######## stream_mux_rr ########
==> stream_mux_rr/congestion_map.png <==
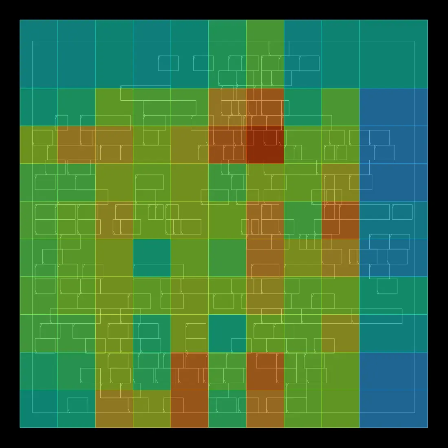

[config.mk]
export PLATFORM = sky130hd
export DESIGN_NAME = stream_mux_rr
export DESIGN_NICKNAME = d
export VERILOG_FILES = /design/src/rtl/stream_mux_rr.sv
export SDC_FILE = /design/constraint.sdc
export NUM_CORES = 1
export LEC_CHECK = 0
export CAP_MARGIN = 30
export CORE_MARGIN = 2
export CORE_UTILIZATION = 25
export CTS_CLUSTER_DIAMETER = 150
export CTS_CLUSTER_SIZE = 14
export DETAILED_ROUTE_END_ITERATION = 10
export GPL_TIMING_DRIVEN = 0
export HOLD_SLACK_MARGIN = 0.06
export PLACE_DENSITY_LB_ADDON = 0.12
export SLEW_MARGIN = 25
export SYNTH_ARGS = -nofsm -noshare
export SYNTH_HDL_FRONTEND = slang
export SYNTH_SLANG_ARGS = --single-unit
[constraint.sdc]
create_clock -name clk -period 10.5 [get_ports clk]
set_input_delay 3.15 -clock clk [delete_from_list [all_inputs] [get_ports clk]]
set_output_delay 3.15 -clock clk [all_outputs]
set_load 0.02 [all_outputs]
[src/rtl/stream_mux_rr.sv]
// N-channel valid/ready stream multiplexer with round-robin or fixed-select
// arbitration, packet locking on multi-beat packets, and a registered output stage.
module stream_mux_rr #(
  parameter  int N_CH  = 4,
  parameter  int WIDTH = 8,
  localparam int SEL_W = $clog2(N_CH)
) (
  input  logic                  clk,
  input  logic                  rst,
  input  logic [N_CH*WIDTH-1:0] in_data,
  input  logic [N_CH-1:0]       in_valid,
  input  logic [N_CH-1:0]       in_last,
  output logic [N_CH-1:0]       in_ready,
  input  logic                  fixed_mode,
  input  logic [SEL_W-1:0]      sel,
  output logic [WIDTH-1:0]      out_data,
  output logic                  out_valid,
  output logic                  out_last,
  output logic [SEL_W-1:0]      out_ch,
  input  logic                  out_ready
);

  typedef enum logic {IDLE, LOCKED} state_t;

  state_t             state_q, state_d;
  logic [SEL_W-1:0]   lock_ch_q, lock_ch_d;
  logic [SEL_W-1:0]   rr_ptr_q, rr_ptr_d;
  logic [WIDTH-1:0]   out_data_q, out_data_d;
  logic               out_valid_q, out_valid_d;
  logic               out_last_q, out_last_d;
  logic [SEL_W-1:0]   out_ch_q, out_ch_d;

  logic               rr_found;
  logic [SEL_W-1:0]   rr_ch;
  logic [SEL_W-1:0]   idx_sel;
  logic               sel_in_range;
  logic               grant_ok;
  logic [SEL_W-1:0]   grant_ch;
  logic               can_load;
  logic               xfer;
  logic [WIDTH-1:0]   beat_data;
  logic               beat_last;

  // Round-robin search starts one past the channel that last finished a packet.
  always_comb begin
    rr_found = 1'b0;
    rr_ch    = '0;
    idx_sel  = '0;
    for (int k = 1; k <= N_CH; k++) begin
      idx_sel = SEL_W'((int'(rr_ptr_q) + k) % N_CH);
      if (!rr_found && in_valid[idx_sel]) begin
        rr_found = 1'b1;
        rr_ch    = idx_sel;
      end
    end
  end

  assign sel_in_range = (int'(sel) < N_CH);

  always_comb begin
    grant_ok = 1'b0;
    grant_ch = '0;
    if (state_q == LOCKED) begin
      grant_ok = 1'b1;
      grant_ch = lock_ch_q;
    end else if (fixed_mode) begin
      grant_ok = sel_in_range;
      grant_ch = sel;
    end else begin
      grant_ok = rr_found;
      grant_ch = rr_ch;
    end
  end

  assign can_load  = !out_valid_q || out_ready;
  assign xfer      = !rst && grant_ok && can_load && in_valid[grant_ch];
  assign beat_data = in_data[int'(grant_ch)*WIDTH +: WIDTH];
  assign beat_last = in_last[grant_ch];

  always_comb begin
    in_ready = '0;
    for (int i = 0; i < N_CH; i++) begin
      in_ready[i] = !rst && grant_ok && can_load && (grant_ch == SEL_W'(i));
    end
  end

  // Packet boundaries drive the lock and the fairness pointer; nothing else does.
  always_comb begin
    state_d     = state_q;
    lock_ch_d   = lock_ch_q;
    rr_ptr_d    = rr_ptr_q;
    out_data_d  = out_data_q;
    out_valid_d = out_valid_q;
    out_last_d  = out_last_q;
    out_ch_d    = out_ch_q;
    if (xfer) begin
      out_data_d  = beat_data;
      out_last_d  = beat_last;
      out_ch_d    = grant_ch;
      out_valid_d = 1'b1;
      if (beat_last) begin
        state_d  = IDLE;
        rr_ptr_d = grant_ch;
      end else begin
        state_d   = LOCKED;
        lock_ch_d = grant_ch;
      end
    end else if (out_valid_q && out_ready) begin
      out_valid_d = 1'b0;
    end
  end

  always_ff @(posedge clk or posedge rst) begin
    if (rst) begin
      state_q     <= IDLE;
      lock_ch_q   <= '0;
      rr_ptr_q    <= SEL_W'(N_CH - 1);
      out_data_q  <= '0;
      out_valid_q <= 1'b0;
      out_last_q  <= 1'b0;
      out_ch_q    <= '0;
    end else begin
      state_q     <= state_d;
      lock_ch_q   <= lock_ch_d;
      rr_ptr_q    <= rr_ptr_d;
      out_data_q  <= out_data_d;
      out_valid_q <= out_valid_d;
      out_last_q  <= out_last_d;
      out_ch_q    <= out_ch_d;
    end
  end

  assign out_data  = out_data_q;
  assign out_valid = out_valid_q;
  assign out_last  = out_last_q;
  assign out_ch    = out_ch_q;

endmodule

######## punc_controller ########
`src/rtl/punc_controller.sv`:
```
// punc_controller: control FSM for the PUnC LC3 processor.
// Sequences fetch / decode / execute and drives every datapath select,
// load and enable combinationally from the FSM state and the IR.
// Optional build macro: PUNC_RESERVED_HALT_EN -- when defined, the reserved
// opcodes 1000 (RTI) and 1101 halt from DECODE; otherwise they run as NOPs.
module punc_controller (
   input  logic        clk,
   input  logic        rst,
   input  logic [15:0] ir,
   input  logic        nzp_match,
   output logic        pc_ld,
   output logic        pc_clr,
   output logic        pc_inc,
   output logic [1:0]  pc_sel,
   output logic        ir_ld,
   output logic        ir_clr,
   output logic        dmem_rd,
   output logic        dmem_wr,
   output logic [1:0]  dmem_r_addr_sel,
   output logic [1:0]  dmem_w_addr_sel,
   output logic [1:0]  rf_w_data_sel,
   output logic        rf_w_addr_sel,
   output logic        rf_w_wr,
   output logic [1:0]  rf_rp_addr_sel,
   output logic        rf_rp_rd,
   output logic        rf_rq_rd,
   output logic        temp_ld,
   output logic        nzp_ld,
   output logic        nzp_clr,
   output logic [1:0]  alu_sel,
   output logic        alu_in_a_sel,
   output logic        halted,
   output logic [2:0]  state_dbg
);

   typedef enum logic [2:0] {
      S_INIT   = 3'd0,
      S_FETCH  = 3'd1,
      S_DECODE = 3'd2,
      S_EXEC   = 3'd3,
      S_EXEC2  = 3'd4,
      S_HALT   = 3'd5
   } state_t;

   localparam logic [3:0] OP_BR   = 4'b0000;
   localparam logic [3:0] OP_ADD  = 4'b0001;
   localparam logic [3:0] OP_LD   = 4'b0010;
   localparam logic [3:0] OP_ST   = 4'b0011;
   localparam logic [3:0] OP_JSR  = 4'b0100;
   localparam logic [3:0] OP_AND  = 4'b0101;
   localparam logic [3:0] OP_LDR  = 4'b0110;
   localparam logic [3:0] OP_STR  = 4'b0111;
   localparam logic [3:0] OP_RTI  = 4'b1000;
   localparam logic [3:0] OP_NOT  = 4'b1001;
   localparam logic [3:0] OP_LDI  = 4'b1010;
   localparam logic [3:0] OP_STI  = 4'b1011;
   localparam logic [3:0] OP_JMP  = 4'b1100;
   localparam logic [3:0] OP_RES  = 4'b1101;
   localparam logic [3:0] OP_LEA  = 4'b1110;
   localparam logic [3:0] OP_TRAP = 4'b1111;

   state_t     state, state_next;
   logic [3:0] opcode;
   logic       unused_ir;

   assign opcode    = ir[15:12];
   // Register fields are decoded in the datapath; only opcode, ir[11] and ir[5] matter here.
   assign unused_ir = ^{ir[10:6], ir[4:0]};
   assign state_dbg = state;

   // FSM state register with synchronous active-low reset.
   always_ff @(posedge clk) begin
      if (!rst) state <= S_INIT;
      else      state <= state_next;
   end

   // Next-state logic.
   always_comb begin
      state_next = state;
      unique case (state)
         S_INIT:   state_next = S_FETCH;
         S_FETCH:  state_next = S_DECODE;
         S_DECODE: begin
            state_next = S_EXEC;
            if (opcode == OP_TRAP) state_next = S_HALT;
`ifdef PUNC_RESERVED_HALT_EN
            if (opcode == OP_RTI || opcode == OP_RES) state_next = S_HALT;
`endif
         end
         S_EXEC: begin
            if (opcode == OP_LDI || opcode == OP_STI) state_next = S_EXEC2;
            else                                     state_next = S_FETCH;
         end
         S_EXEC2:  state_next = S_FETCH;
         S_HALT:   state_next = S_HALT;
         default:  state_next = S_INIT;
      endcase
   end

   // Output decode from state and opcode; everything defaults to inactive.
   always_comb begin
      pc_ld           = 1'b0;
      pc_clr          = 1'b0;
      pc_inc          = 1'b0;
      pc_sel          = 2'd0;
      ir_ld           = 1'b0;
      ir_clr          = 1'b0;
      dmem_rd         = 1'b0;
      dmem_wr         = 1'b0;
      dmem_r_addr_sel = 2'd0;
      dmem_w_addr_sel = 2'd0;
      rf_w_data_sel   = 2'd0;
      rf_w_addr_sel   = 1'b0;
      rf_w_wr         = 1'b0;
      rf_rp_addr_sel  = 2'd0;
      rf_rp_rd        = 1'b0;
      rf_rq_rd        = 1'b0;
      temp_ld         = 1'b0;
      nzp_ld          = 1'b0;
      nzp_clr         = 1'b0;
      alu_sel         = 2'd0;
      alu_in_a_sel    = 1'b0;
      halted          = 1'b0;
      unique case (state)
         S_INIT: begin
            pc_clr  = 1'b1;
            ir_clr  = 1'b1;
            nzp_clr = 1'b1;
         end
         S_FETCH: begin
            dmem_rd         = 1'b1;
            dmem_r_addr_sel = 2'd0;
            ir_ld           = 1'b1;
            pc_inc          = 1'b1;
         end
         S_DECODE: ;
         S_EXEC: begin
            unique case (opcode)
               OP_ADD, OP_AND: begin
                  rf_rp_addr_sel = 2'd2;
                  alu_in_a_sel   = ir[5];
                  alu_sel        = (opcode == OP_AND) ? 2'd1 : 2'd0;
                  rf_w_wr        = 1'b1;
                  rf_w_data_sel  = 2'd0;
                  nzp_ld         = 1'b1;
               end
               OP_NOT: begin
                  alu_sel       = 2'd2;
                  rf_w_wr       = 1'b1;
                  rf_w_data_sel = 2'd0;
                  nzp_ld        = 1'b1;
               end
               OP_LD, OP_LDR: begin
                  dmem_rd         = 1'b1;
                  dmem_r_addr_sel = (opcode == OP_LDR) ? 2'd2 : 2'd1;
                  rf_w_data_sel   = 2'd1;
                  rf_w_wr         = 1'b1;
                  nzp_ld          = 1'b1;
               end
               OP_LEA: begin
                  rf_w_data_sel = 2'd3;
                  rf_w_wr       = 1'b1;
                  nzp_ld        = 1'b1;
               end
               OP_LDI, OP_STI: begin
                  dmem_rd         = 1'b1;
                  dmem_r_addr_sel = 2'd1;
                  temp_ld         = 1'b1;
               end
               OP_ST, OP_STR: begin
                  rf_rp_addr_sel  = 2'd0;
                  dmem_wr         = 1'b1;
                  dmem_w_addr_sel = (opcode == OP_STR) ? 2'd1 : 2'd0;
               end
               OP_BR: begin
                  pc_ld  = nzp_match;
                  pc_sel = 2'd0;
               end
               OP_JMP: begin
                  rf_rp_addr_sel = 2'd1;
                  pc_ld          = 1'b1;
                  pc_sel         = 2'd2;
               end
               OP_JSR: begin
                  rf_w_addr_sel = 1'b1;
                  rf_w_data_sel = 2'd2;
                  rf_w_wr       = 1'b1;
                  pc_ld         = 1'b1;
                  if (ir[11]) begin
                     pc_sel = 2'd1;
                  end else begin
                     pc_sel         = 2'd2;
                     rf_rp_addr_sel = 2'd1;
                  end
               end
               default: ;  // RTI, reserved and TRAP: no strobes
            endcase
         end
         S_EXEC2: begin
            if (opcode == OP_LDI) begin
               dmem_rd         = 1'b1;
               dmem_r_addr_sel = 2'd3;
               rf_w_data_sel   = 2'd1;
               rf_w_wr         = 1'b1;
               nzp_ld          = 1'b1;
            end else if (opcode == OP_STI) begin
               rf_rp_addr_sel  = 2'd0;
               dmem_wr         = 1'b1;
               dmem_w_addr_sel = 2'd2;
            end
         end
         S_HALT: halted = 1'b1;
         default: ;
      endcase
   end

endmodule

```
`config.mk`:
```
export PLATFORM = sky130hd
export DESIGN_NAME = punc_controller
export DESIGN_NICKNAME = d
export VERILOG_FILES = /design/src/rtl/punc_controller.sv
export SDC_FILE = /design/constraint.sdc
export NUM_CORES = 1
export LEC_CHECK = 0
export CORE_MARGIN = 8
export CORE_UTILIZATION = 32
export CTS_CLUSTER_SIZE = 12
export DETAILED_ROUTE_END_ITERATION = 10
export GPL_ROUTABILITY_DRIVEN = 0
export GPL_TIMING_DRIVEN = 0
export MAX_ROUTING_LAYER = met4
export PLACE_DENSITY = 0.83
export SKIP_CTS_REPAIR_TIMING = 1
export SYNTH_ARGS = -nofsm -noshare
export SYNTH_HDL_FRONTEND = slang
export SYNTH_SLANG_ARGS = --single-unit
```
`constraint.sdc`:
```
create_clock -name clk -period 2.45 [get_ports clk]
set_input_delay 0.3675 -clock clk [delete_from_list [all_inputs] [get_ports clk]]
set_output_delay 0.3675 -clock clk [all_outputs]
set_load 0.05 [all_outputs]
```
######## text_scroll_ctrl_flat ########
`src/rtl/text_scroll_ctrl_if.sv`:
```
// Overlay sequencer bus: frame pacing and enable in, overlay origin/visibility out.
interface text_scroll_ctrl_if;
    logic       frame_tick;
    logic       enable;
    logic [6:0] origin_x;
    logic [5:0] origin_y;
    logic       show;
    logic [2:0] state;

    // Driver side: the video timing / control block.
    modport master (
        output frame_tick,
        output enable,
        input  origin_x,
        input  origin_y,
        input  show,
        input  state
    );

    // Sequencer side.
    modport slave (
        input  frame_tick,
        input  enable,
        output origin_x,
        output origin_y,
        output show,
        output state
    );
endinterface

```
`src/rtl/text_scroll_ctrl.sv`:
```
// Frame-rate sequencer for the text overlay: slide-in, hold, diagonal bounce, blink.
// Steps once per frame_tick; all outputs are registered.
module text_scroll_ctrl #(
    parameter int unsigned TEXT_W_CELLS   = 47,
    parameter int unsigned TEXT_H_CELLS   = 9,
    parameter int unsigned SCREEN_W_CELLS = 80,
    parameter int unsigned SCREEN_H_CELLS = 60,
    parameter int unsigned HOME_X         = 18,
    parameter int unsigned HOME_Y         = 12,
    parameter int unsigned HOLD_FRAMES    = 120,
    parameter int unsigned STEP_DIV       = 2,
    parameter int unsigned BOUNCE_HITS    = 4,
    parameter int unsigned BLINK_FRAMES   = 64
) (
    input logic               clk,
    input logic               rst,
    text_scroll_ctrl_if.slave bus
);

    typedef enum logic [2:0] {
        StIdle    = 3'd0,
        StSlideIn = 3'd1,
        StHold    = 3'd2,
        StBounce  = 3'd3,
        StBlink   = 3'd4
    } state_e;

    // Frame counter serves both HOLD and BLINK; at least 4 bits so the blink bit exists.
    localparam int unsigned FrameMax = (HOLD_FRAMES > BLINK_FRAMES) ? HOLD_FRAMES : BLINK_FRAMES;
    localparam int unsigned FrameRaw = $clog2(FrameMax + 1);
    localparam int unsigned FrameW   = (FrameRaw < 4) ? 4 : FrameRaw;
    localparam int unsigned StepW    = $clog2(STEP_DIV + 1);
    localparam int unsigned HitW     = $clog2(BOUNCE_HITS + 1);

    localparam logic [6:0]        ScreenW   = 7'(SCREEN_W_CELLS);
    localparam logic [6:0]        HomeX     = 7'(HOME_X);
    localparam logic [5:0]        HomeY     = 6'(HOME_Y);
    localparam logic [6:0]        MaxX      = 7'(SCREEN_W_CELLS - TEXT_W_CELLS);
    localparam logic [5:0]        MaxY      = 6'(SCREEN_H_CELLS - TEXT_H_CELLS);
    localparam logic [FrameW-1:0] HoldLast  = FrameW'(HOLD_FRAMES);
    localparam logic [FrameW-1:0] BlinkLast = FrameW'(BLINK_FRAMES);
    localparam logic [StepW-1:0]  StepLast  = StepW'(STEP_DIV);
    localparam logic [HitW-1:0]   HitLast   = HitW'(BOUNCE_HITS);

    state_e            state_q;
    logic [6:0]        ox_q;
    logic [5:0]        oy_q;
    logic              show_q;
    logic              dir_x_q;  // 1 = moving toward 0
    logic              dir_y_q;
    logic [FrameW-1:0] frame_q;
    logic [StepW-1:0]  step_q;
    logic [HitW-1:0]   hit_q;

    logic              refl_x;
    logic              refl_y;
    logic              ndir_x;
    logic              ndir_y;
    logic [6:0]        mv_x;
    logic [5:0]        mv_y;
    logic [6:0]        slide_x;
    logic [FrameW-1:0] frame_nxt;
    logic [StepW-1:0]  step_nxt;
    logic [HitW-1:0]   hit_nxt;

    // Candidate next values: one bounce move (reflect at the approached edge, then step by 1).
    always_comb begin
        refl_x    = dir_x_q ? (ox_q == 7'd0) : (ox_q == MaxX);
        refl_y    = dir_y_q ? (oy_q == 6'd0) : (oy_q == MaxY);
        ndir_x    = dir_x_q ^ refl_x;
        ndir_y    = dir_y_q ^ refl_y;
        mv_x      = ndir_x ? (ox_q - 7'd1) : (ox_q + 7'd1);
        mv_y      = ndir_y ? (oy_q - 6'd1) : (oy_q + 6'd1);
        slide_x   = ox_q - 7'd1;
        frame_nxt = frame_q + FrameW'(1);
        step_nxt  = step_q + StepW'(1);
        hit_nxt   = hit_q + HitW'(refl_x | refl_y);  // a corner counts once
    end

    // Animation FSM with registered outputs; reset and enable-low abort share the idle values.
    always_ff @(posedge clk) begin
        if (rst || !bus.enable) begin
            state_q <= StIdle;
            ox_q    <= HomeX;
            oy_q    <= HomeY;
            show_q  <= 1'b0;
            dir_x_q <= 1'b0;
            dir_y_q <= 1'b0;
            frame_q <= '0;
            step_q  <= '0;
            hit_q   <= '0;
        end else if (bus.frame_tick) begin
            unique case (state_q)
                StIdle: begin
                    state_q <= StSlideIn;
                    ox_q    <= ScreenW;
                    oy_q    <= HomeY;
                    show_q  <= 1'b1;
                end
                StSlideIn: begin
                    ox_q <= slide_x;
                    if (slide_x == HomeX) begin
                        state_q <= StHold;
                        frame_q <= '0;
                    end
                end
                StHold: begin
                    frame_q <= frame_nxt;
                    if (frame_nxt == HoldLast) begin
                        state_q <= StBounce;
                        dir_x_q <= 1'b0;
                        dir_y_q <= 1'b0;
                        step_q  <= '0;
                        hit_q   <= '0;
                    end
                end
                StBounce: begin
                    if (step_nxt == StepLast) begin
                        step_q  <= '0;
                        ox_q    <= mv_x;
                        oy_q    <= mv_y;
                        dir_x_q <= ndir_x;
                        dir_y_q <= ndir_y;
                        hit_q   <= hit_nxt;
                        if ((refl_x || refl_y) && (hit_nxt == HitLast)) begin
                            state_q <= StBlink;
                            frame_q <= '0;
                        end
                    end else begin
                        step_q <= step_nxt;
                    end
                end
                StBlink: begin
                    frame_q <= frame_nxt;
                    show_q  <= ~frame_nxt[3];
                    if (frame_nxt == BlinkLast) begin
                        state_q <= StSlideIn;
                        ox_q    <= ScreenW;
                        oy_q    <= HomeY;
                        show_q  <= 1'b1;
                    end
                end
                default: state_q <= StIdle;
            endcase
        end
    end

    assign bus.origin_x = ox_q;
    assign bus.origin_y = oy_q;
    assign bus.show     = show_q;
    assign bus.state    = state_q;

endmodule

```
`src/flat_wrapper.sv`:
```
// flat-port wrapper written by rule: the top's interface ports become plain ports
module text_scroll_ctrl_flat 
#(
    parameter int unsigned TEXT_W_CELLS   = 47,
    parameter int unsigned TEXT_H_CELLS   = 9,
    parameter int unsigned SCREEN_W_CELLS = 80,
    parameter int unsigned SCREEN_H_CELLS = 60,
    parameter int unsigned HOME_X         = 18,
    parameter int unsigned HOME_Y         = 12,
    parameter int unsigned HOLD_FRAMES    = 120,
    parameter int unsigned STEP_DIV       = 2,
    parameter int unsigned BOUNCE_HITS    = 4,
    parameter int unsigned BLINK_FRAMES   = 64
)
  (clk, rst, bus_frame_tick, bus_enable, bus_origin_x, bus_origin_y, bus_show, bus_state);
  text_scroll_ctrl_if bus_i ();
  input logic clk;
  input logic rst;
  input wire logic [$bits(bus_i.frame_tick)-1:0] bus_frame_tick;
  input wire logic [$bits(bus_i.enable)-1:0] bus_enable;
  output wire logic [$bits(bus_i.origin_x)-1:0] bus_origin_x;
  output wire logic [$bits(bus_i.origin_y)-1:0] bus_origin_y;
  output wire logic [$bits(bus_i.show)-1:0] bus_show;
  output wire logic [$bits(bus_i.state)-1:0] bus_state;
  assign bus_i.frame_tick = bus_frame_tick;
  assign bus_i.enable = bus_enable;
  assign bus_origin_x = bus_i.origin_x;
  assign bus_origin_y = bus_i.origin_y;
  assign bus_show = bus_i.show;
  assign bus_state = bus_i.state;
  text_scroll_ctrl #(.TEXT_W_CELLS(TEXT_W_CELLS), .TEXT_H_CELLS(TEXT_H_CELLS), .SCREEN_W_CELLS(SCREEN_W_CELLS), .SCREEN_H_CELLS(SCREEN_H_CELLS), .HOME_X(HOME_X), .HOME_Y(HOME_Y), .HOLD_FRAMES(HOLD_FRAMES), .STEP_DIV(STEP_DIV), .BOUNCE_HITS(BOUNCE_HITS), .BLINK_FRAMES(BLINK_FRAMES)) u_core (.clk(clk), .rst(rst), .bus(bus_i));
endmodule
```
`config.mk`:
```
export PLATFORM = sky130hd
export DESIGN_NAME = text_scroll_ctrl_flat
export DESIGN_NICKNAME = d
export VERILOG_FILES = /design/src/rtl/text_scroll_ctrl_if.sv /design/src/rtl/text_scroll_ctrl.sv /design/src/flat_wrapper.sv
export SDC_FILE = /design/constraint.sdc
export NUM_CORES = 1
export LEC_CHECK = 0
export CAP_MARGIN = 20
export CORE_MARGIN = 2
export CORE_UTILIZATION = 43
export DETAILED_ROUTE_END_ITERATION = 6
export GPL_TIMING_DRIVEN = 0
export PLACE_DENSITY = 0.68
export SETUP_SLACK_MARGIN = 0.5
export SLEW_MARGIN = 0
export SYNTH_ARGS = -nofsm -noshare
export SYNTH_HDL_FRONTEND = slang
export SYNTH_SLANG_ARGS = --single-unit
export TNS_END_PERCENT = 1
```
`constraint.sdc`:
```
create_clock -name clk -period 5.2 [get_ports clk]
set_clock_uncertainty 0.15 [all_clocks]
set_input_delay 0.52 -clock clk [delete_from_list [all_inputs] [get_ports clk]]
set_output_delay 0.52 -clock clk [all_outputs]
set_load 0.1 [all_outputs]
```
######## jam_param ########
`src/rtl/jam_param.sv`:
```
// jam_param: parametrised exhaustive job-assignment engine.
// Walks all N! worker->job permutations in lexicographic order. For each one
// it reads C[w][perm[w]] from an external combinational cost table and sums
// the entries. It reports the minimum total, how many permutations reach that
// total, and the first minimal permutation found. With PRUNE=1, a permutation
// is abandoned as soon as its partial sum is strictly greater than the current
// minimum.
// Ports:
//   CLK, RST      clock (rising edge) and asynchronous active-high reset
//   Start         run request, sampled only when idle or done
//   Busy          high while a run is in progress
//   W, J          cost-table lookup address (zero unless tallying)
//   Cost          table entry C[W][J], combinational
//   MinCost       minimum total cost
//   MatchCount    number of permutations at MinCost (saturating)
//   BestPerm      job of worker k at [k*IDX_W +: IDX_W]
//   Valid         results final, held while done
module jam_param #(
    parameter int N      = 8,
    parameter int IDX_W  = 3,
    parameter int COST_W = 7,
    parameter int SUM_W  = 10,
    parameter int CNT_W  = 4,
    parameter bit PRUNE  = 1'b0
) (
    input  logic               CLK,
    input  logic               RST,
    input  logic               Start,
    output logic               Busy,
    output logic [IDX_W-1:0]   W,
    output logic [IDX_W-1:0]   J,
    input  logic [COST_W-1:0]  Cost,
    output logic [SUM_W-1:0]   MinCost,
    output logic [CNT_W-1:0]   MatchCount,
    output logic [N*IDX_W-1:0] BestPerm,
    output logic               Valid
);

    typedef enum logic [2:0] {
        IDLE  = 3'd0,
        TALLY = 3'd1,
        CMP   = 3'd2,
        PIVOT = 3'd3,
        SUCC  = 3'd4,
        SWAP  = 3'd5,
        REV   = 3'd6,
        DONE  = 3'd7
    } state_t;

    localparam logic [IDX_W-1:0] K_LAST  = IDX_W'(N - 1);
    localparam logic [IDX_W-1:0] K_ONE   = IDX_W'(1'b1);
    localparam logic [CNT_W-1:0] CNT_ONE = CNT_W'(1'b1);
    localparam logic [CNT_W-1:0] CNT_MAX = {CNT_W{1'b1}};
    localparam logic [SUM_W-1:0] SUM_MAX = {SUM_W{1'b1}};

    // Packed identity permutation: worker k is assigned job k.
    function automatic logic [N*IDX_W-1:0] identity_perm();
        logic [N*IDX_W-1:0] p;
        p = {(N*IDX_W){1'b0}};
        for (int m = 0; m < N; m++) begin
            p[m*IDX_W +: IDX_W] = IDX_W'(m);
        end
        return p;
    endfunction

    state_t             state_r, state_next;
    logic [IDX_W-1:0]   perm_r [N];
    logic [IDX_W-1:0]   perm_next [N];
    logic [SUM_W-1:0]   sum_r, sum_next;
    logic [IDX_W-1:0]   k_r, k_next;
    logic [IDX_W-1:0]   piv_r, piv_next;
    logic [IDX_W-1:0]   succ_r, succ_next;
    logic [SUM_W-1:0]   min_r, min_next;
    logic [CNT_W-1:0]   cnt_r, cnt_next;
    logic [N*IDX_W-1:0] best_r, best_next;
    logic               valid_r, busy_r;

    logic               piv_found_s;
    logic [IDX_W-1:0]   piv_idx_s;
    logic [IDX_W-1:0]   succ_idx_s;
    logic [SUM_W-1:0]   add_s;
    logic [IDX_W-1:0]   w_s, j_s;

    // Pivot search: the last index whose element is smaller than its right neighbour.
    always_comb begin
        piv_found_s = 1'b0;
        piv_idx_s   = {IDX_W{1'b0}};
        for (int m = 0; m < N - 1; m++) begin
            piv_found_s = (perm_r[m] < perm_r[m+1]) ? 1'b1 : piv_found_s;
            piv_idx_s   = (perm_r[m] < perm_r[m+1]) ? IDX_W'(m) : piv_idx_s;
        end
    end

    // Successor search: the last index right of the pivot holding a larger job.
    always_comb begin
        succ_idx_s = piv_r;
        for (int m = 0; m < N; m++) begin
            succ_idx_s = ((m > int'(piv_r)) && (perm_r[m] > perm_r[piv_r])) ? IDX_W'(m) : succ_idx_s;
        end
    end

    // Next-state and datapath update for every state.
    always_comb begin
        state_next = state_r;
        perm_next  = perm_r;
        sum_next   = sum_r;
        k_next     = k_r;
        piv_next   = piv_r;
        succ_next  = succ_r;
        min_next   = min_r;
        cnt_next   = cnt_r;
        best_next  = best_r;
        w_s        = {IDX_W{1'b0}};
        j_s        = {IDX_W{1'b0}};
        add_s      = sum_r + SUM_W'(Cost);
        case (state_r)
            IDLE, DONE: begin
                if (Start) begin
                    for (int m = 0; m < N; m++) begin
                        perm_next[m] = IDX_W'(m);
                    end
                    sum_next   = {SUM_W{1'b0}};
                    k_next     = {IDX_W{1'b0}};
                    min_next   = SUM_MAX;
                    cnt_next   = {CNT_W{1'b0}};
                    state_next = TALLY;
                end else begin
                    state_next = state_r;
                end
            end
            TALLY: begin
                w_s = k_r;
                j_s = perm_r[k_r];
                // Strict compare: a tie with the current minimum must still be counted.
                if (PRUNE && (add_s > min_r)) begin
                    sum_next   = {SUM_W{1'b0}};
                    k_next     = {IDX_W{1'b0}};
                    state_next = PIVOT;
                end else begin
                    sum_next   = add_s;
                    k_next     = k_r + K_ONE;
                    state_next = (k_r == K_LAST) ? CMP : TALLY;
                end
            end
            CMP: begin
                if (sum_r < min_r) begin
                    min_next = sum_r;
                    cnt_next = CNT_ONE;
                    for (int m = 0; m < N; m++) begin
                        best_next[m*IDX_W +: IDX_W] = perm_r[m];
                    end
                end else if (sum_r == min_r) begin
                    cnt_next = (cnt_r == CNT_MAX) ? cnt_r : cnt_r + CNT_ONE;
                end else begin
                    cnt_next = cnt_r;
                end
                sum_next   = {SUM_W{1'b0}};
                k_next     = {IDX_W{1'b0}};
                state_next = PIVOT;
            end
            PIVOT: begin
                if (piv_found_s) begin
                    piv_next   = piv_idx_s;
                    state_next = SUCC;
                end else begin
                    state_next = DONE;
                end
            end
            SUCC: begin
                succ_next  = succ_idx_s;
                state_next = SWAP;
            end
            SWAP: begin
                perm_next[piv_r]  = perm_r[succ_r];
                perm_next[succ_r] = perm_r[piv_r];
                state_next        = REV;
            end
            REV: begin
                // Element m (m > pivot) takes its mirror within [pivot+1 .. N-1].
                for (int m = 0; m < N; m++) begin
                    perm_next[m] = (m > int'(piv_r)) ? perm_r[IDX_W'(N + int'(piv_r) - m)] : perm_r[m];
                end
                state_next = TALLY;
            end
            default: begin
                state_next = IDLE;
            end
        endcase
    end

    // State and datapath registers; Valid/Busy are registered from the next state.
    always_ff @(posedge CLK or posedge RST) begin
        if (RST) begin
            state_r <= IDLE;
            for (int m = 0; m < N; m++) begin
                perm_r[m] <= IDX_W'(m);
            end
            sum_r   <= {SUM_W{1'b0}};
            k_r     <= {IDX_W{1'b0}};
            piv_r   <= {IDX_W{1'b0}};
            succ_r  <= {IDX_W{1'b0}};
            min_r   <= SUM_MAX;
            cnt_r   <= {CNT_W{1'b0}};
            best_r  <= identity_perm();
            valid_r <= 1'b0;
            busy_r  <= 1'b0;
        end else begin
            state_r <= state_next;
            perm_r  <= perm_next;
            sum_r   <= sum_next;
            k_r     <= k_next;
            piv_r   <= piv_next;
            succ_r  <= succ_next;
            min_r   <= min_next;
            cnt_r   <= cnt_next;
            best_r  <= best_next;
            valid_r <= (state_next == DONE);
            busy_r  <= (state_next != IDLE) && (state_next != DONE);
        end
    end

    assign W          = w_s;
    assign J          = j_s;
    assign Busy       = busy_r;
    assign Valid      = valid_r;
    assign MinCost    = min_r;
    assign MatchCount = cnt_r;
    assign BestPerm   = best_r;

endmodule

```
`config.mk`:
```
export PLATFORM = sky130hd
export DESIGN_NAME = jam_param
export DESIGN_NICKNAME = d
export VERILOG_FILES = /design/src/rtl/jam_param.sv
export SDC_FILE = /design/constraint.sdc
export NUM_CORES = 1
export LEC_CHECK = 0
export ABC_CLOCK_PERIOD_IN_PS = 4900
export CORE_MARGIN = 4
export CORE_UTILIZATION = 60
export CTS_CLUSTER_SIZE = 8
export DETAILED_ROUTE_END_ITERATION = 16
export PLACE_DENSITY = 0.8
export SLEW_MARGIN = 10
export SYNTH_ARGS = -nofsm -noshare
export SYNTH_HDL_FRONTEND = slang
export SYNTH_SLANG_ARGS = --single-unit
```
`constraint.sdc`:
```
create_clock -name CLK -period 4.9 [get_ports CLK]
set_input_delay 0.49 -clock CLK [delete_from_list [all_inputs] [get_ports CLK]]
set_output_delay 0.49 -clock CLK [all_outputs]
set_load 0.005 [all_outputs]
```

==> notes/layouts.md <==
Pictures saved along the way, in no particular order.

Logic cells by family.
image #1
Drawn at 8 px/um.
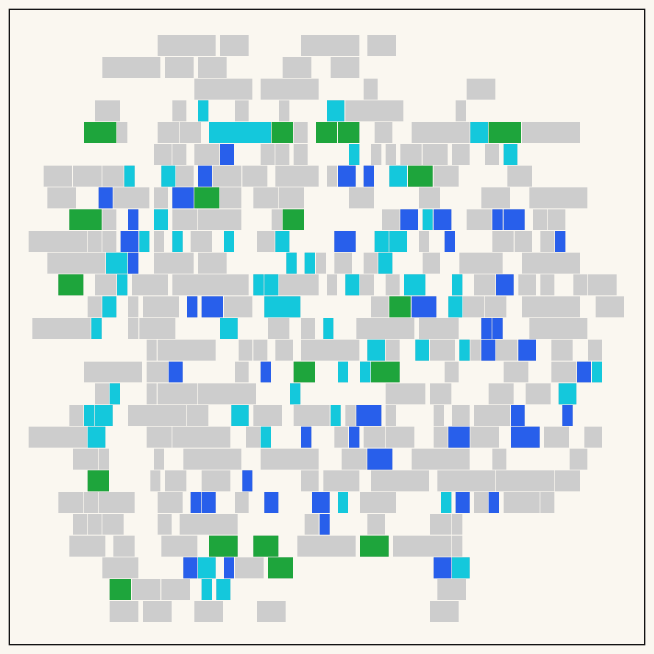
image #2
Drawn at 8 px/um.
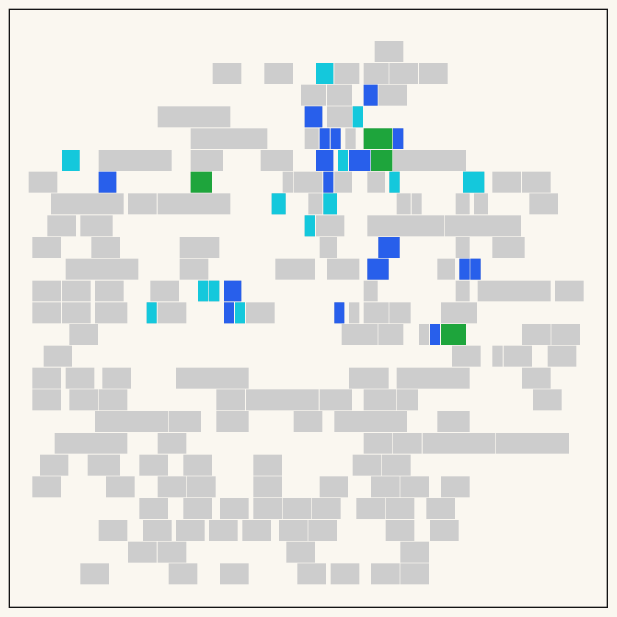
image #3
Drawn at 4 px/um.
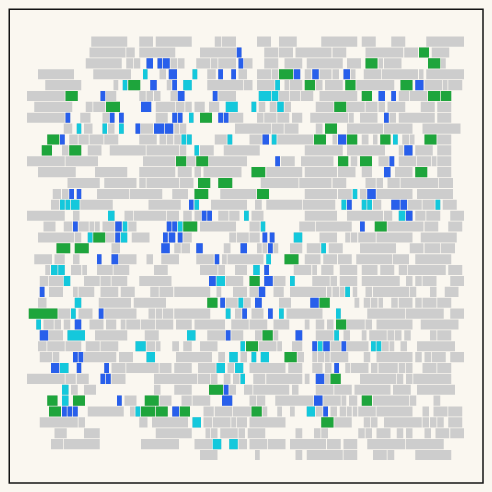
image #4
Drawn at 10 px/um.
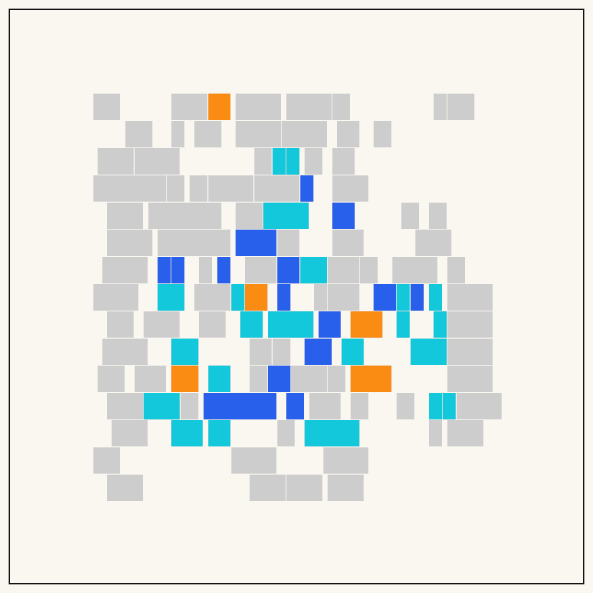
- image #1 = text_scroll_ctrl_flat
- image #2 = stream_mux_rr
- image #3 = jam_param
- image #4 = punc_controller
Of these, most cells: image #3
Of these, largest die: image #3

Key to image #1:
Cyan stands for nor cells, cells 54, most used nor2_1. Green stands for non-inverting ao/oa cells, cells 19, most used o21a_1. Blue stands for nand cells, cells 46, most used nand2_1.

==> jam_param/route_heat.png <==
Drawn at 3 px/um. 24 x 24 tiles, from white (low) to dark blue (high), scaled to the fullest tile. Values are wire area over tile area, all layers added.
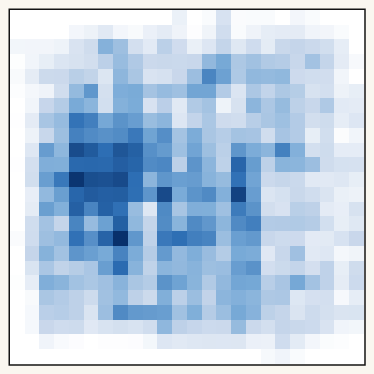
13% of the tiles are nearly empty. The mean over all tiles is 0.30. 19% of the tiles are over half the peak. The fullest tile reaches 1.0.
GRT Overall Usage: 33.5%
Wirelength per Cell: 24.5 um
number of vias in the routed layout: 6857

==> reports/qor.tcl, jam_param <==
set qor(worst_slew_pin_slew_ps) 1160
set qor(post-cts-setup-buffers) 0
set qor(busiest_layer) {met2}
set qor(outcome) {completed}
set qor(syn_to_final_growth_pct) 11.7
set qor(finish.instance_area_mm2) 0.00812
set qor(core_area_mm2) 0.0116
set qor(postSynthSeqShare_pct) 30.2
set qor(cts_max_path_buffers) 2
set qor(post-layout-total-power_mw) 2.30
set qor(timing.setup.critical_path_class) {reg2reg}
set qor(inverters_excl_clock) 53
set qor(hold_violations) 0
set qor(sequential_cells) 86
set qor(share_of_post_route_cells_with_drive_strength_above_1_pct) 12.6
set qor(tapCellCount) 143
set qor(largest_cell_class) {multi-input combinational cells}
set qor(globalRouteMet3Util_pct) 9.03
set qor(boundary_pin_count) 56
## jam_param: critical path, stage by stage (launching register included)
cell      delay, ps
dfrtp_2        1020
clkinv_1        270
nor3_1          230
nor3_1           90
inv_1           420
ha_1            350
nor2b_1         140
o21a_1          170
o21ai_0         260
nor2b_1         210
o21ai_0         120
a21oi_1         160
## jam_param: where the power goes
group	internal, mW	switching (mW)	leakage (nW)	total (mW)
clock	0.409	0.292	0.147	0.700
combinational	0.344	0.303	2.37	0.646
sequential	0.864	0.0930	0.963	0.957
total	1.62	0.687	3.48	2.30
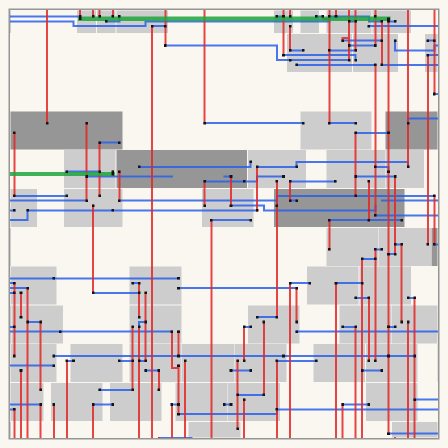
(stream_mux_rr/closeup.png)
Region (22, 7) to (52, 37) um. Cells in gray, sequential cells in the stronger gray; small squares are vias.
Red stands for M2. Blue stands for M1. Green stands for M3.
44 logic cells have their middle in the window. Most frequent: clkdlybuf4s50_1 (15), mux2i_1 (12), dfrtp_1 (3). Netlist names of flops here include `out_data` (3). Sequential cells in the window: 3.

About stream_mux_rr/congestion_map.png:
Wirelength per Cell: 14.4 um
met1 layer usage reported by global route: 17.7%
GRT Overall Usage: 14.2%
Top Usage Layer GRT: met2
met3 routing resource usage after global routing: 4.74%

==> reports/qor.tcl, stream_mux_rr <==
set qor(worst_slack_ps) 1300
set qor(route.met3.wl_um) 287
set qor(pg_seq_uw) 122
set qor(netlist-cell-type-count) 34
set qor(worst_ir_drop_vdd_mv) 0.130
set qor(layout_top_cells_excl_fill_tap) {clkdlybuf4s50_1, mux2i_1, dfrtp_1}
set qor(routability_congestion_estimate) 0.792
set qor(postSynthNetCount) 167
set qor(rsz0062_at_grt) {no}
set qor(comb_power_share_pct) 66.4
set qor(min_to) {out_ch[1]}
set qor(seqAreaFraction_pct) 21.6
set qor(post_synth_main_area_contributors) {dfrtp_1, mux2i_1, mux2_1}
set qor(share_of_post_route_cells_with_drive_strength_above_1_pct) 8.06
set qor(top_area_cell) {dfrtp_1}
set qor(crit_path_max_incr_delay_ps) 630
set qor(route.vias.total) 1177
set qor(finClkSkew_ps) 3.01
set qor(syn_inst) 121
set qor(slowest_stage) {clkdlybuf4s50_1}
set qor(simple_gate_share_pct) 15.1
set qor(met2_wirelength_mm) 1.77
set qor(tritoncts.num_buffers) 3
set qor(yosys-dominant-comb-family) {multiplexers}
set qor(worst_r2r_startpoint) {rr_ptr_q[1]}
set qor(top_routing_layer_in_use) {met3}
set qor(cts.repair.resized) 0
set qor(finish.instance_area_mm2) 0.00198
set qor(n_multi_input_combinational_cell) 94
set qor(top_cells_by_count) {mux2i_1, dfrtp_1, nand2_1, mux2_1, nor2_1}
set qor(tapCellCount) 67
set qor(outcome) {completed}
set qor(power_density_mw_per_mm2) 257
set qor(postSynthSeqShare_pct) 34.4
-- stream_mux_rr: worst register-to-register path, stage by stage, from the launching register on --
cell,delay [ps]
dfstp_2,530
buf_6,120
mux2i_1,200
o221ai_1,220
o21ai_1,280
or2_1,140
buf_2,160
clkbuf_1,540
mux2i_1,160
mux2_1,310
-- stream_mux_rr: state kept, by name, summed over array words and instances, names as in the netlist --
| signal | cells |
|---|---|
| out_data | 8 |
| lock_ch_q | 2 |
| out_ch | 2 |
| rr_ptr_q | 2 |
| out_last | 1 |
| out_valid | 1 |
| state_q | 1 |
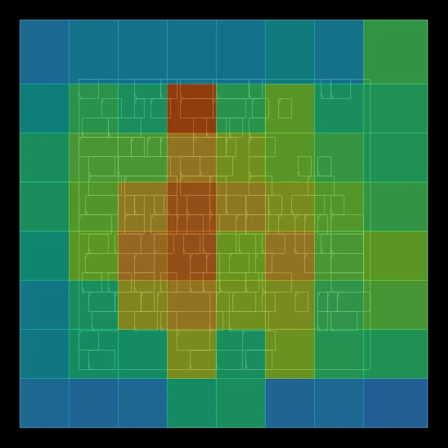
(punc_controller/congestion_map.png)
Top Usage Layer GRT: met2
end-of-flow core utilization: 60.2%
met2 usage in global routing: 19.6%

==> reports/qor.tcl, punc_controller <==
set qor(netlist-cell-type-count) 33
set qor(grt_overall_usage_pct) 11.7
set qor(globalRouteMet3Util_pct) 3.81
set qor(vias_in_the_first_global_route) 655
set qor(tool_warnings) 37
set qor(largest_net_degree_at_the_start_of_global_routing) 11
set qor(root_buffer) {clkbuf_4}
set qor(regToRegEndpoint) {state_dbg[2]}
set qor(rsz0062_at_grt) {no}
set qor(first_iter_violations) 14
set qor(area_share_nonclk_buffers_pct) 45.5
set qor(finalClockPeriodUsage_pct) 94.1
set qor(finClkSkew_ps) 0.600
set qor(outcome) {completed}
set qor(crit_cells) 6
set qor(drv_slew) 0
set qor(detail_route.vias_per_cell) 5.15
set qor(hold_violations) 0
set qor(power_density_mw_per_mm2) 351
set qor(synthMostInstantiatedCell) {nor2_1}
set qor(ant_nets) 0
set qor(yosys_chip_area_um2) 546
set qor(inverters_excl_clock) 2
set qor(top_cells_by_count) {nor2_1, a21oi_1, buf_4, nand2_1, nor2b_1}
set qor(buffers_excl_clock) 47
set qor(slew_headroom_pct) 64.4
set qor(cp-startpoint) {ir[13]}
set qor(combGateArea_um2) 433
set qor(synthAdderAreaFrac_pct) 0
set qor(post-route-drc-count) 0
set qor(crit_path_max_incr_delay_ps) 510
set qor(timing.max_cap.violations) 0
set qor(stdcell_count) 137
punc_controller: placed cells by master (no fill, tap or decap), types with 2 or more instances in the layout:
master and instances:
mux2i_1 2, nor3b_2 2, buf_4 6, and2_1 2, clkbuf_2 6, nand4_1 2
a221oi_1 2, clkdlybuf4s50_1 13, nor3_2 2, clkbuf_4 3, inv_1 2, nor2_1 9
dlymetal6s2s_1 19, nor3b_1 3, o22ai_1 3, nor2b_1 4, nand2b_1 3, dfxtp_1 3
xor2_1 2, nand2_1 6, conb_1 2, a21oi_1 6, buf_2 3
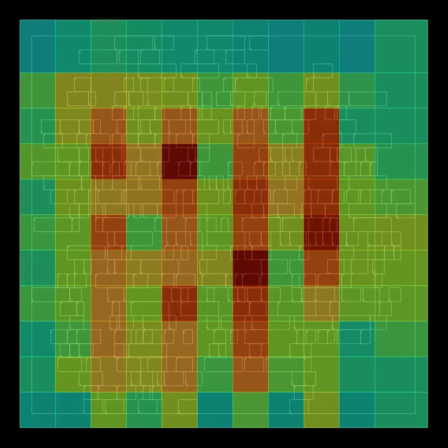
(text_scroll_ctrl_flat/congestion_map.png)
met2 usage in global routing: 36.2%
Top Usage Layer GRT: met2
GRT Overall Usage: 20.8%
met1 layer usage reported by global route: 27.0%
end-of-flow core utilization: 51.3%

==> reports/qor.tcl, text_scroll_ctrl_flat <==
set qor(timing.critical_path.required_ps) 5180
set qor(route.vias.total) 2379
set qor(top_area_cell) {dfxtp_1}
set qor(ys_ff) 31
set qor(ctsHoldBuffers) 0
set qor(drt-pass1-iter-count) 4
set qor(chip_area_mm2) 0.00628
set qor(port_buffers) 20
set qor(min_path_type) {reg2reg}
set qor(post-cts-setup-buffers) 0
set qor(critical_path_peak_fanout) 8
set qor(netlist-cell-type-count) 61
set qor(finish.instance_area_mm2) 0.00281
set qor(antenna_found_initial) 0
set qor(power_clock_uw) 185
set qor(clkPwrFrac_pct) 37.1
set qor(first_pass_grt_wire_length_mm) 10.5
set qor(outcome) {completed}
set qor(design_internal_power_uw) 353
set qor(yosys_chip_area_mm2) 0.00243
set qor(power.static_leakage_nw) 1.00
set qor(cp_data_arrival_time_ps) 3540
set qor(pg_seq_uw) 243
set qor(cp-startpoint) {u_core.bus.origin_x[1]}
-- text_scroll_ctrl_flat: routing by layer --
metal / vias to the layer above / part of all wire, %
met5: - / 0
met2: 53 / 48
met1: 1116 / 47
li1: 1201 / -
met4: 0 / 1.0
met3: 9 / 4.1
-- text_scroll_ctrl_flat: cell type report --
type	count	share of cell area, %
plain buffers	19	2.85
repair buffers	20	7.13
well taps	72	3.21
inverters	10	1.34
clock inverters	1	0.178
flip-flops and latches	31	22.1
clock buffers	7	2.72
multi-input cells	244	60.5


==> notes/layouts.md <==
Pictures saved along the way, in no particular order.

Clock network drawn from the DEF.
Plate I
Drawn at 4 px/um.
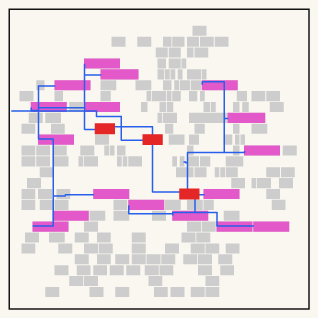
Plate II
Drawn at 6 px/um.
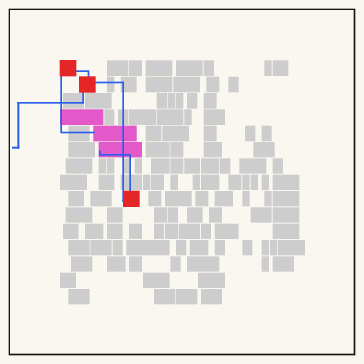
Plate III
Drawn at 4 px/um.
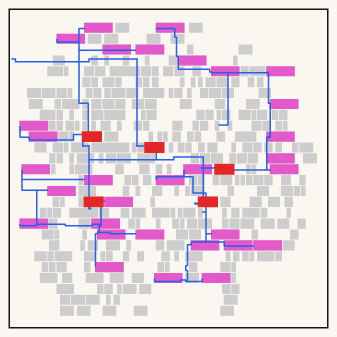
Plate III -> text_scroll_ctrl_flat
Plate I -> stream_mux_rr
Plate II -> punc_controller

Key to Plate I:
Magenta stands for flip-flops, count 17. Blue stands for clock wires, length 275 um. Red stands for clock-net drivers, count 3.
There are 4 routed clock nets.

Power is estimated from default activity; no workload was simulated.
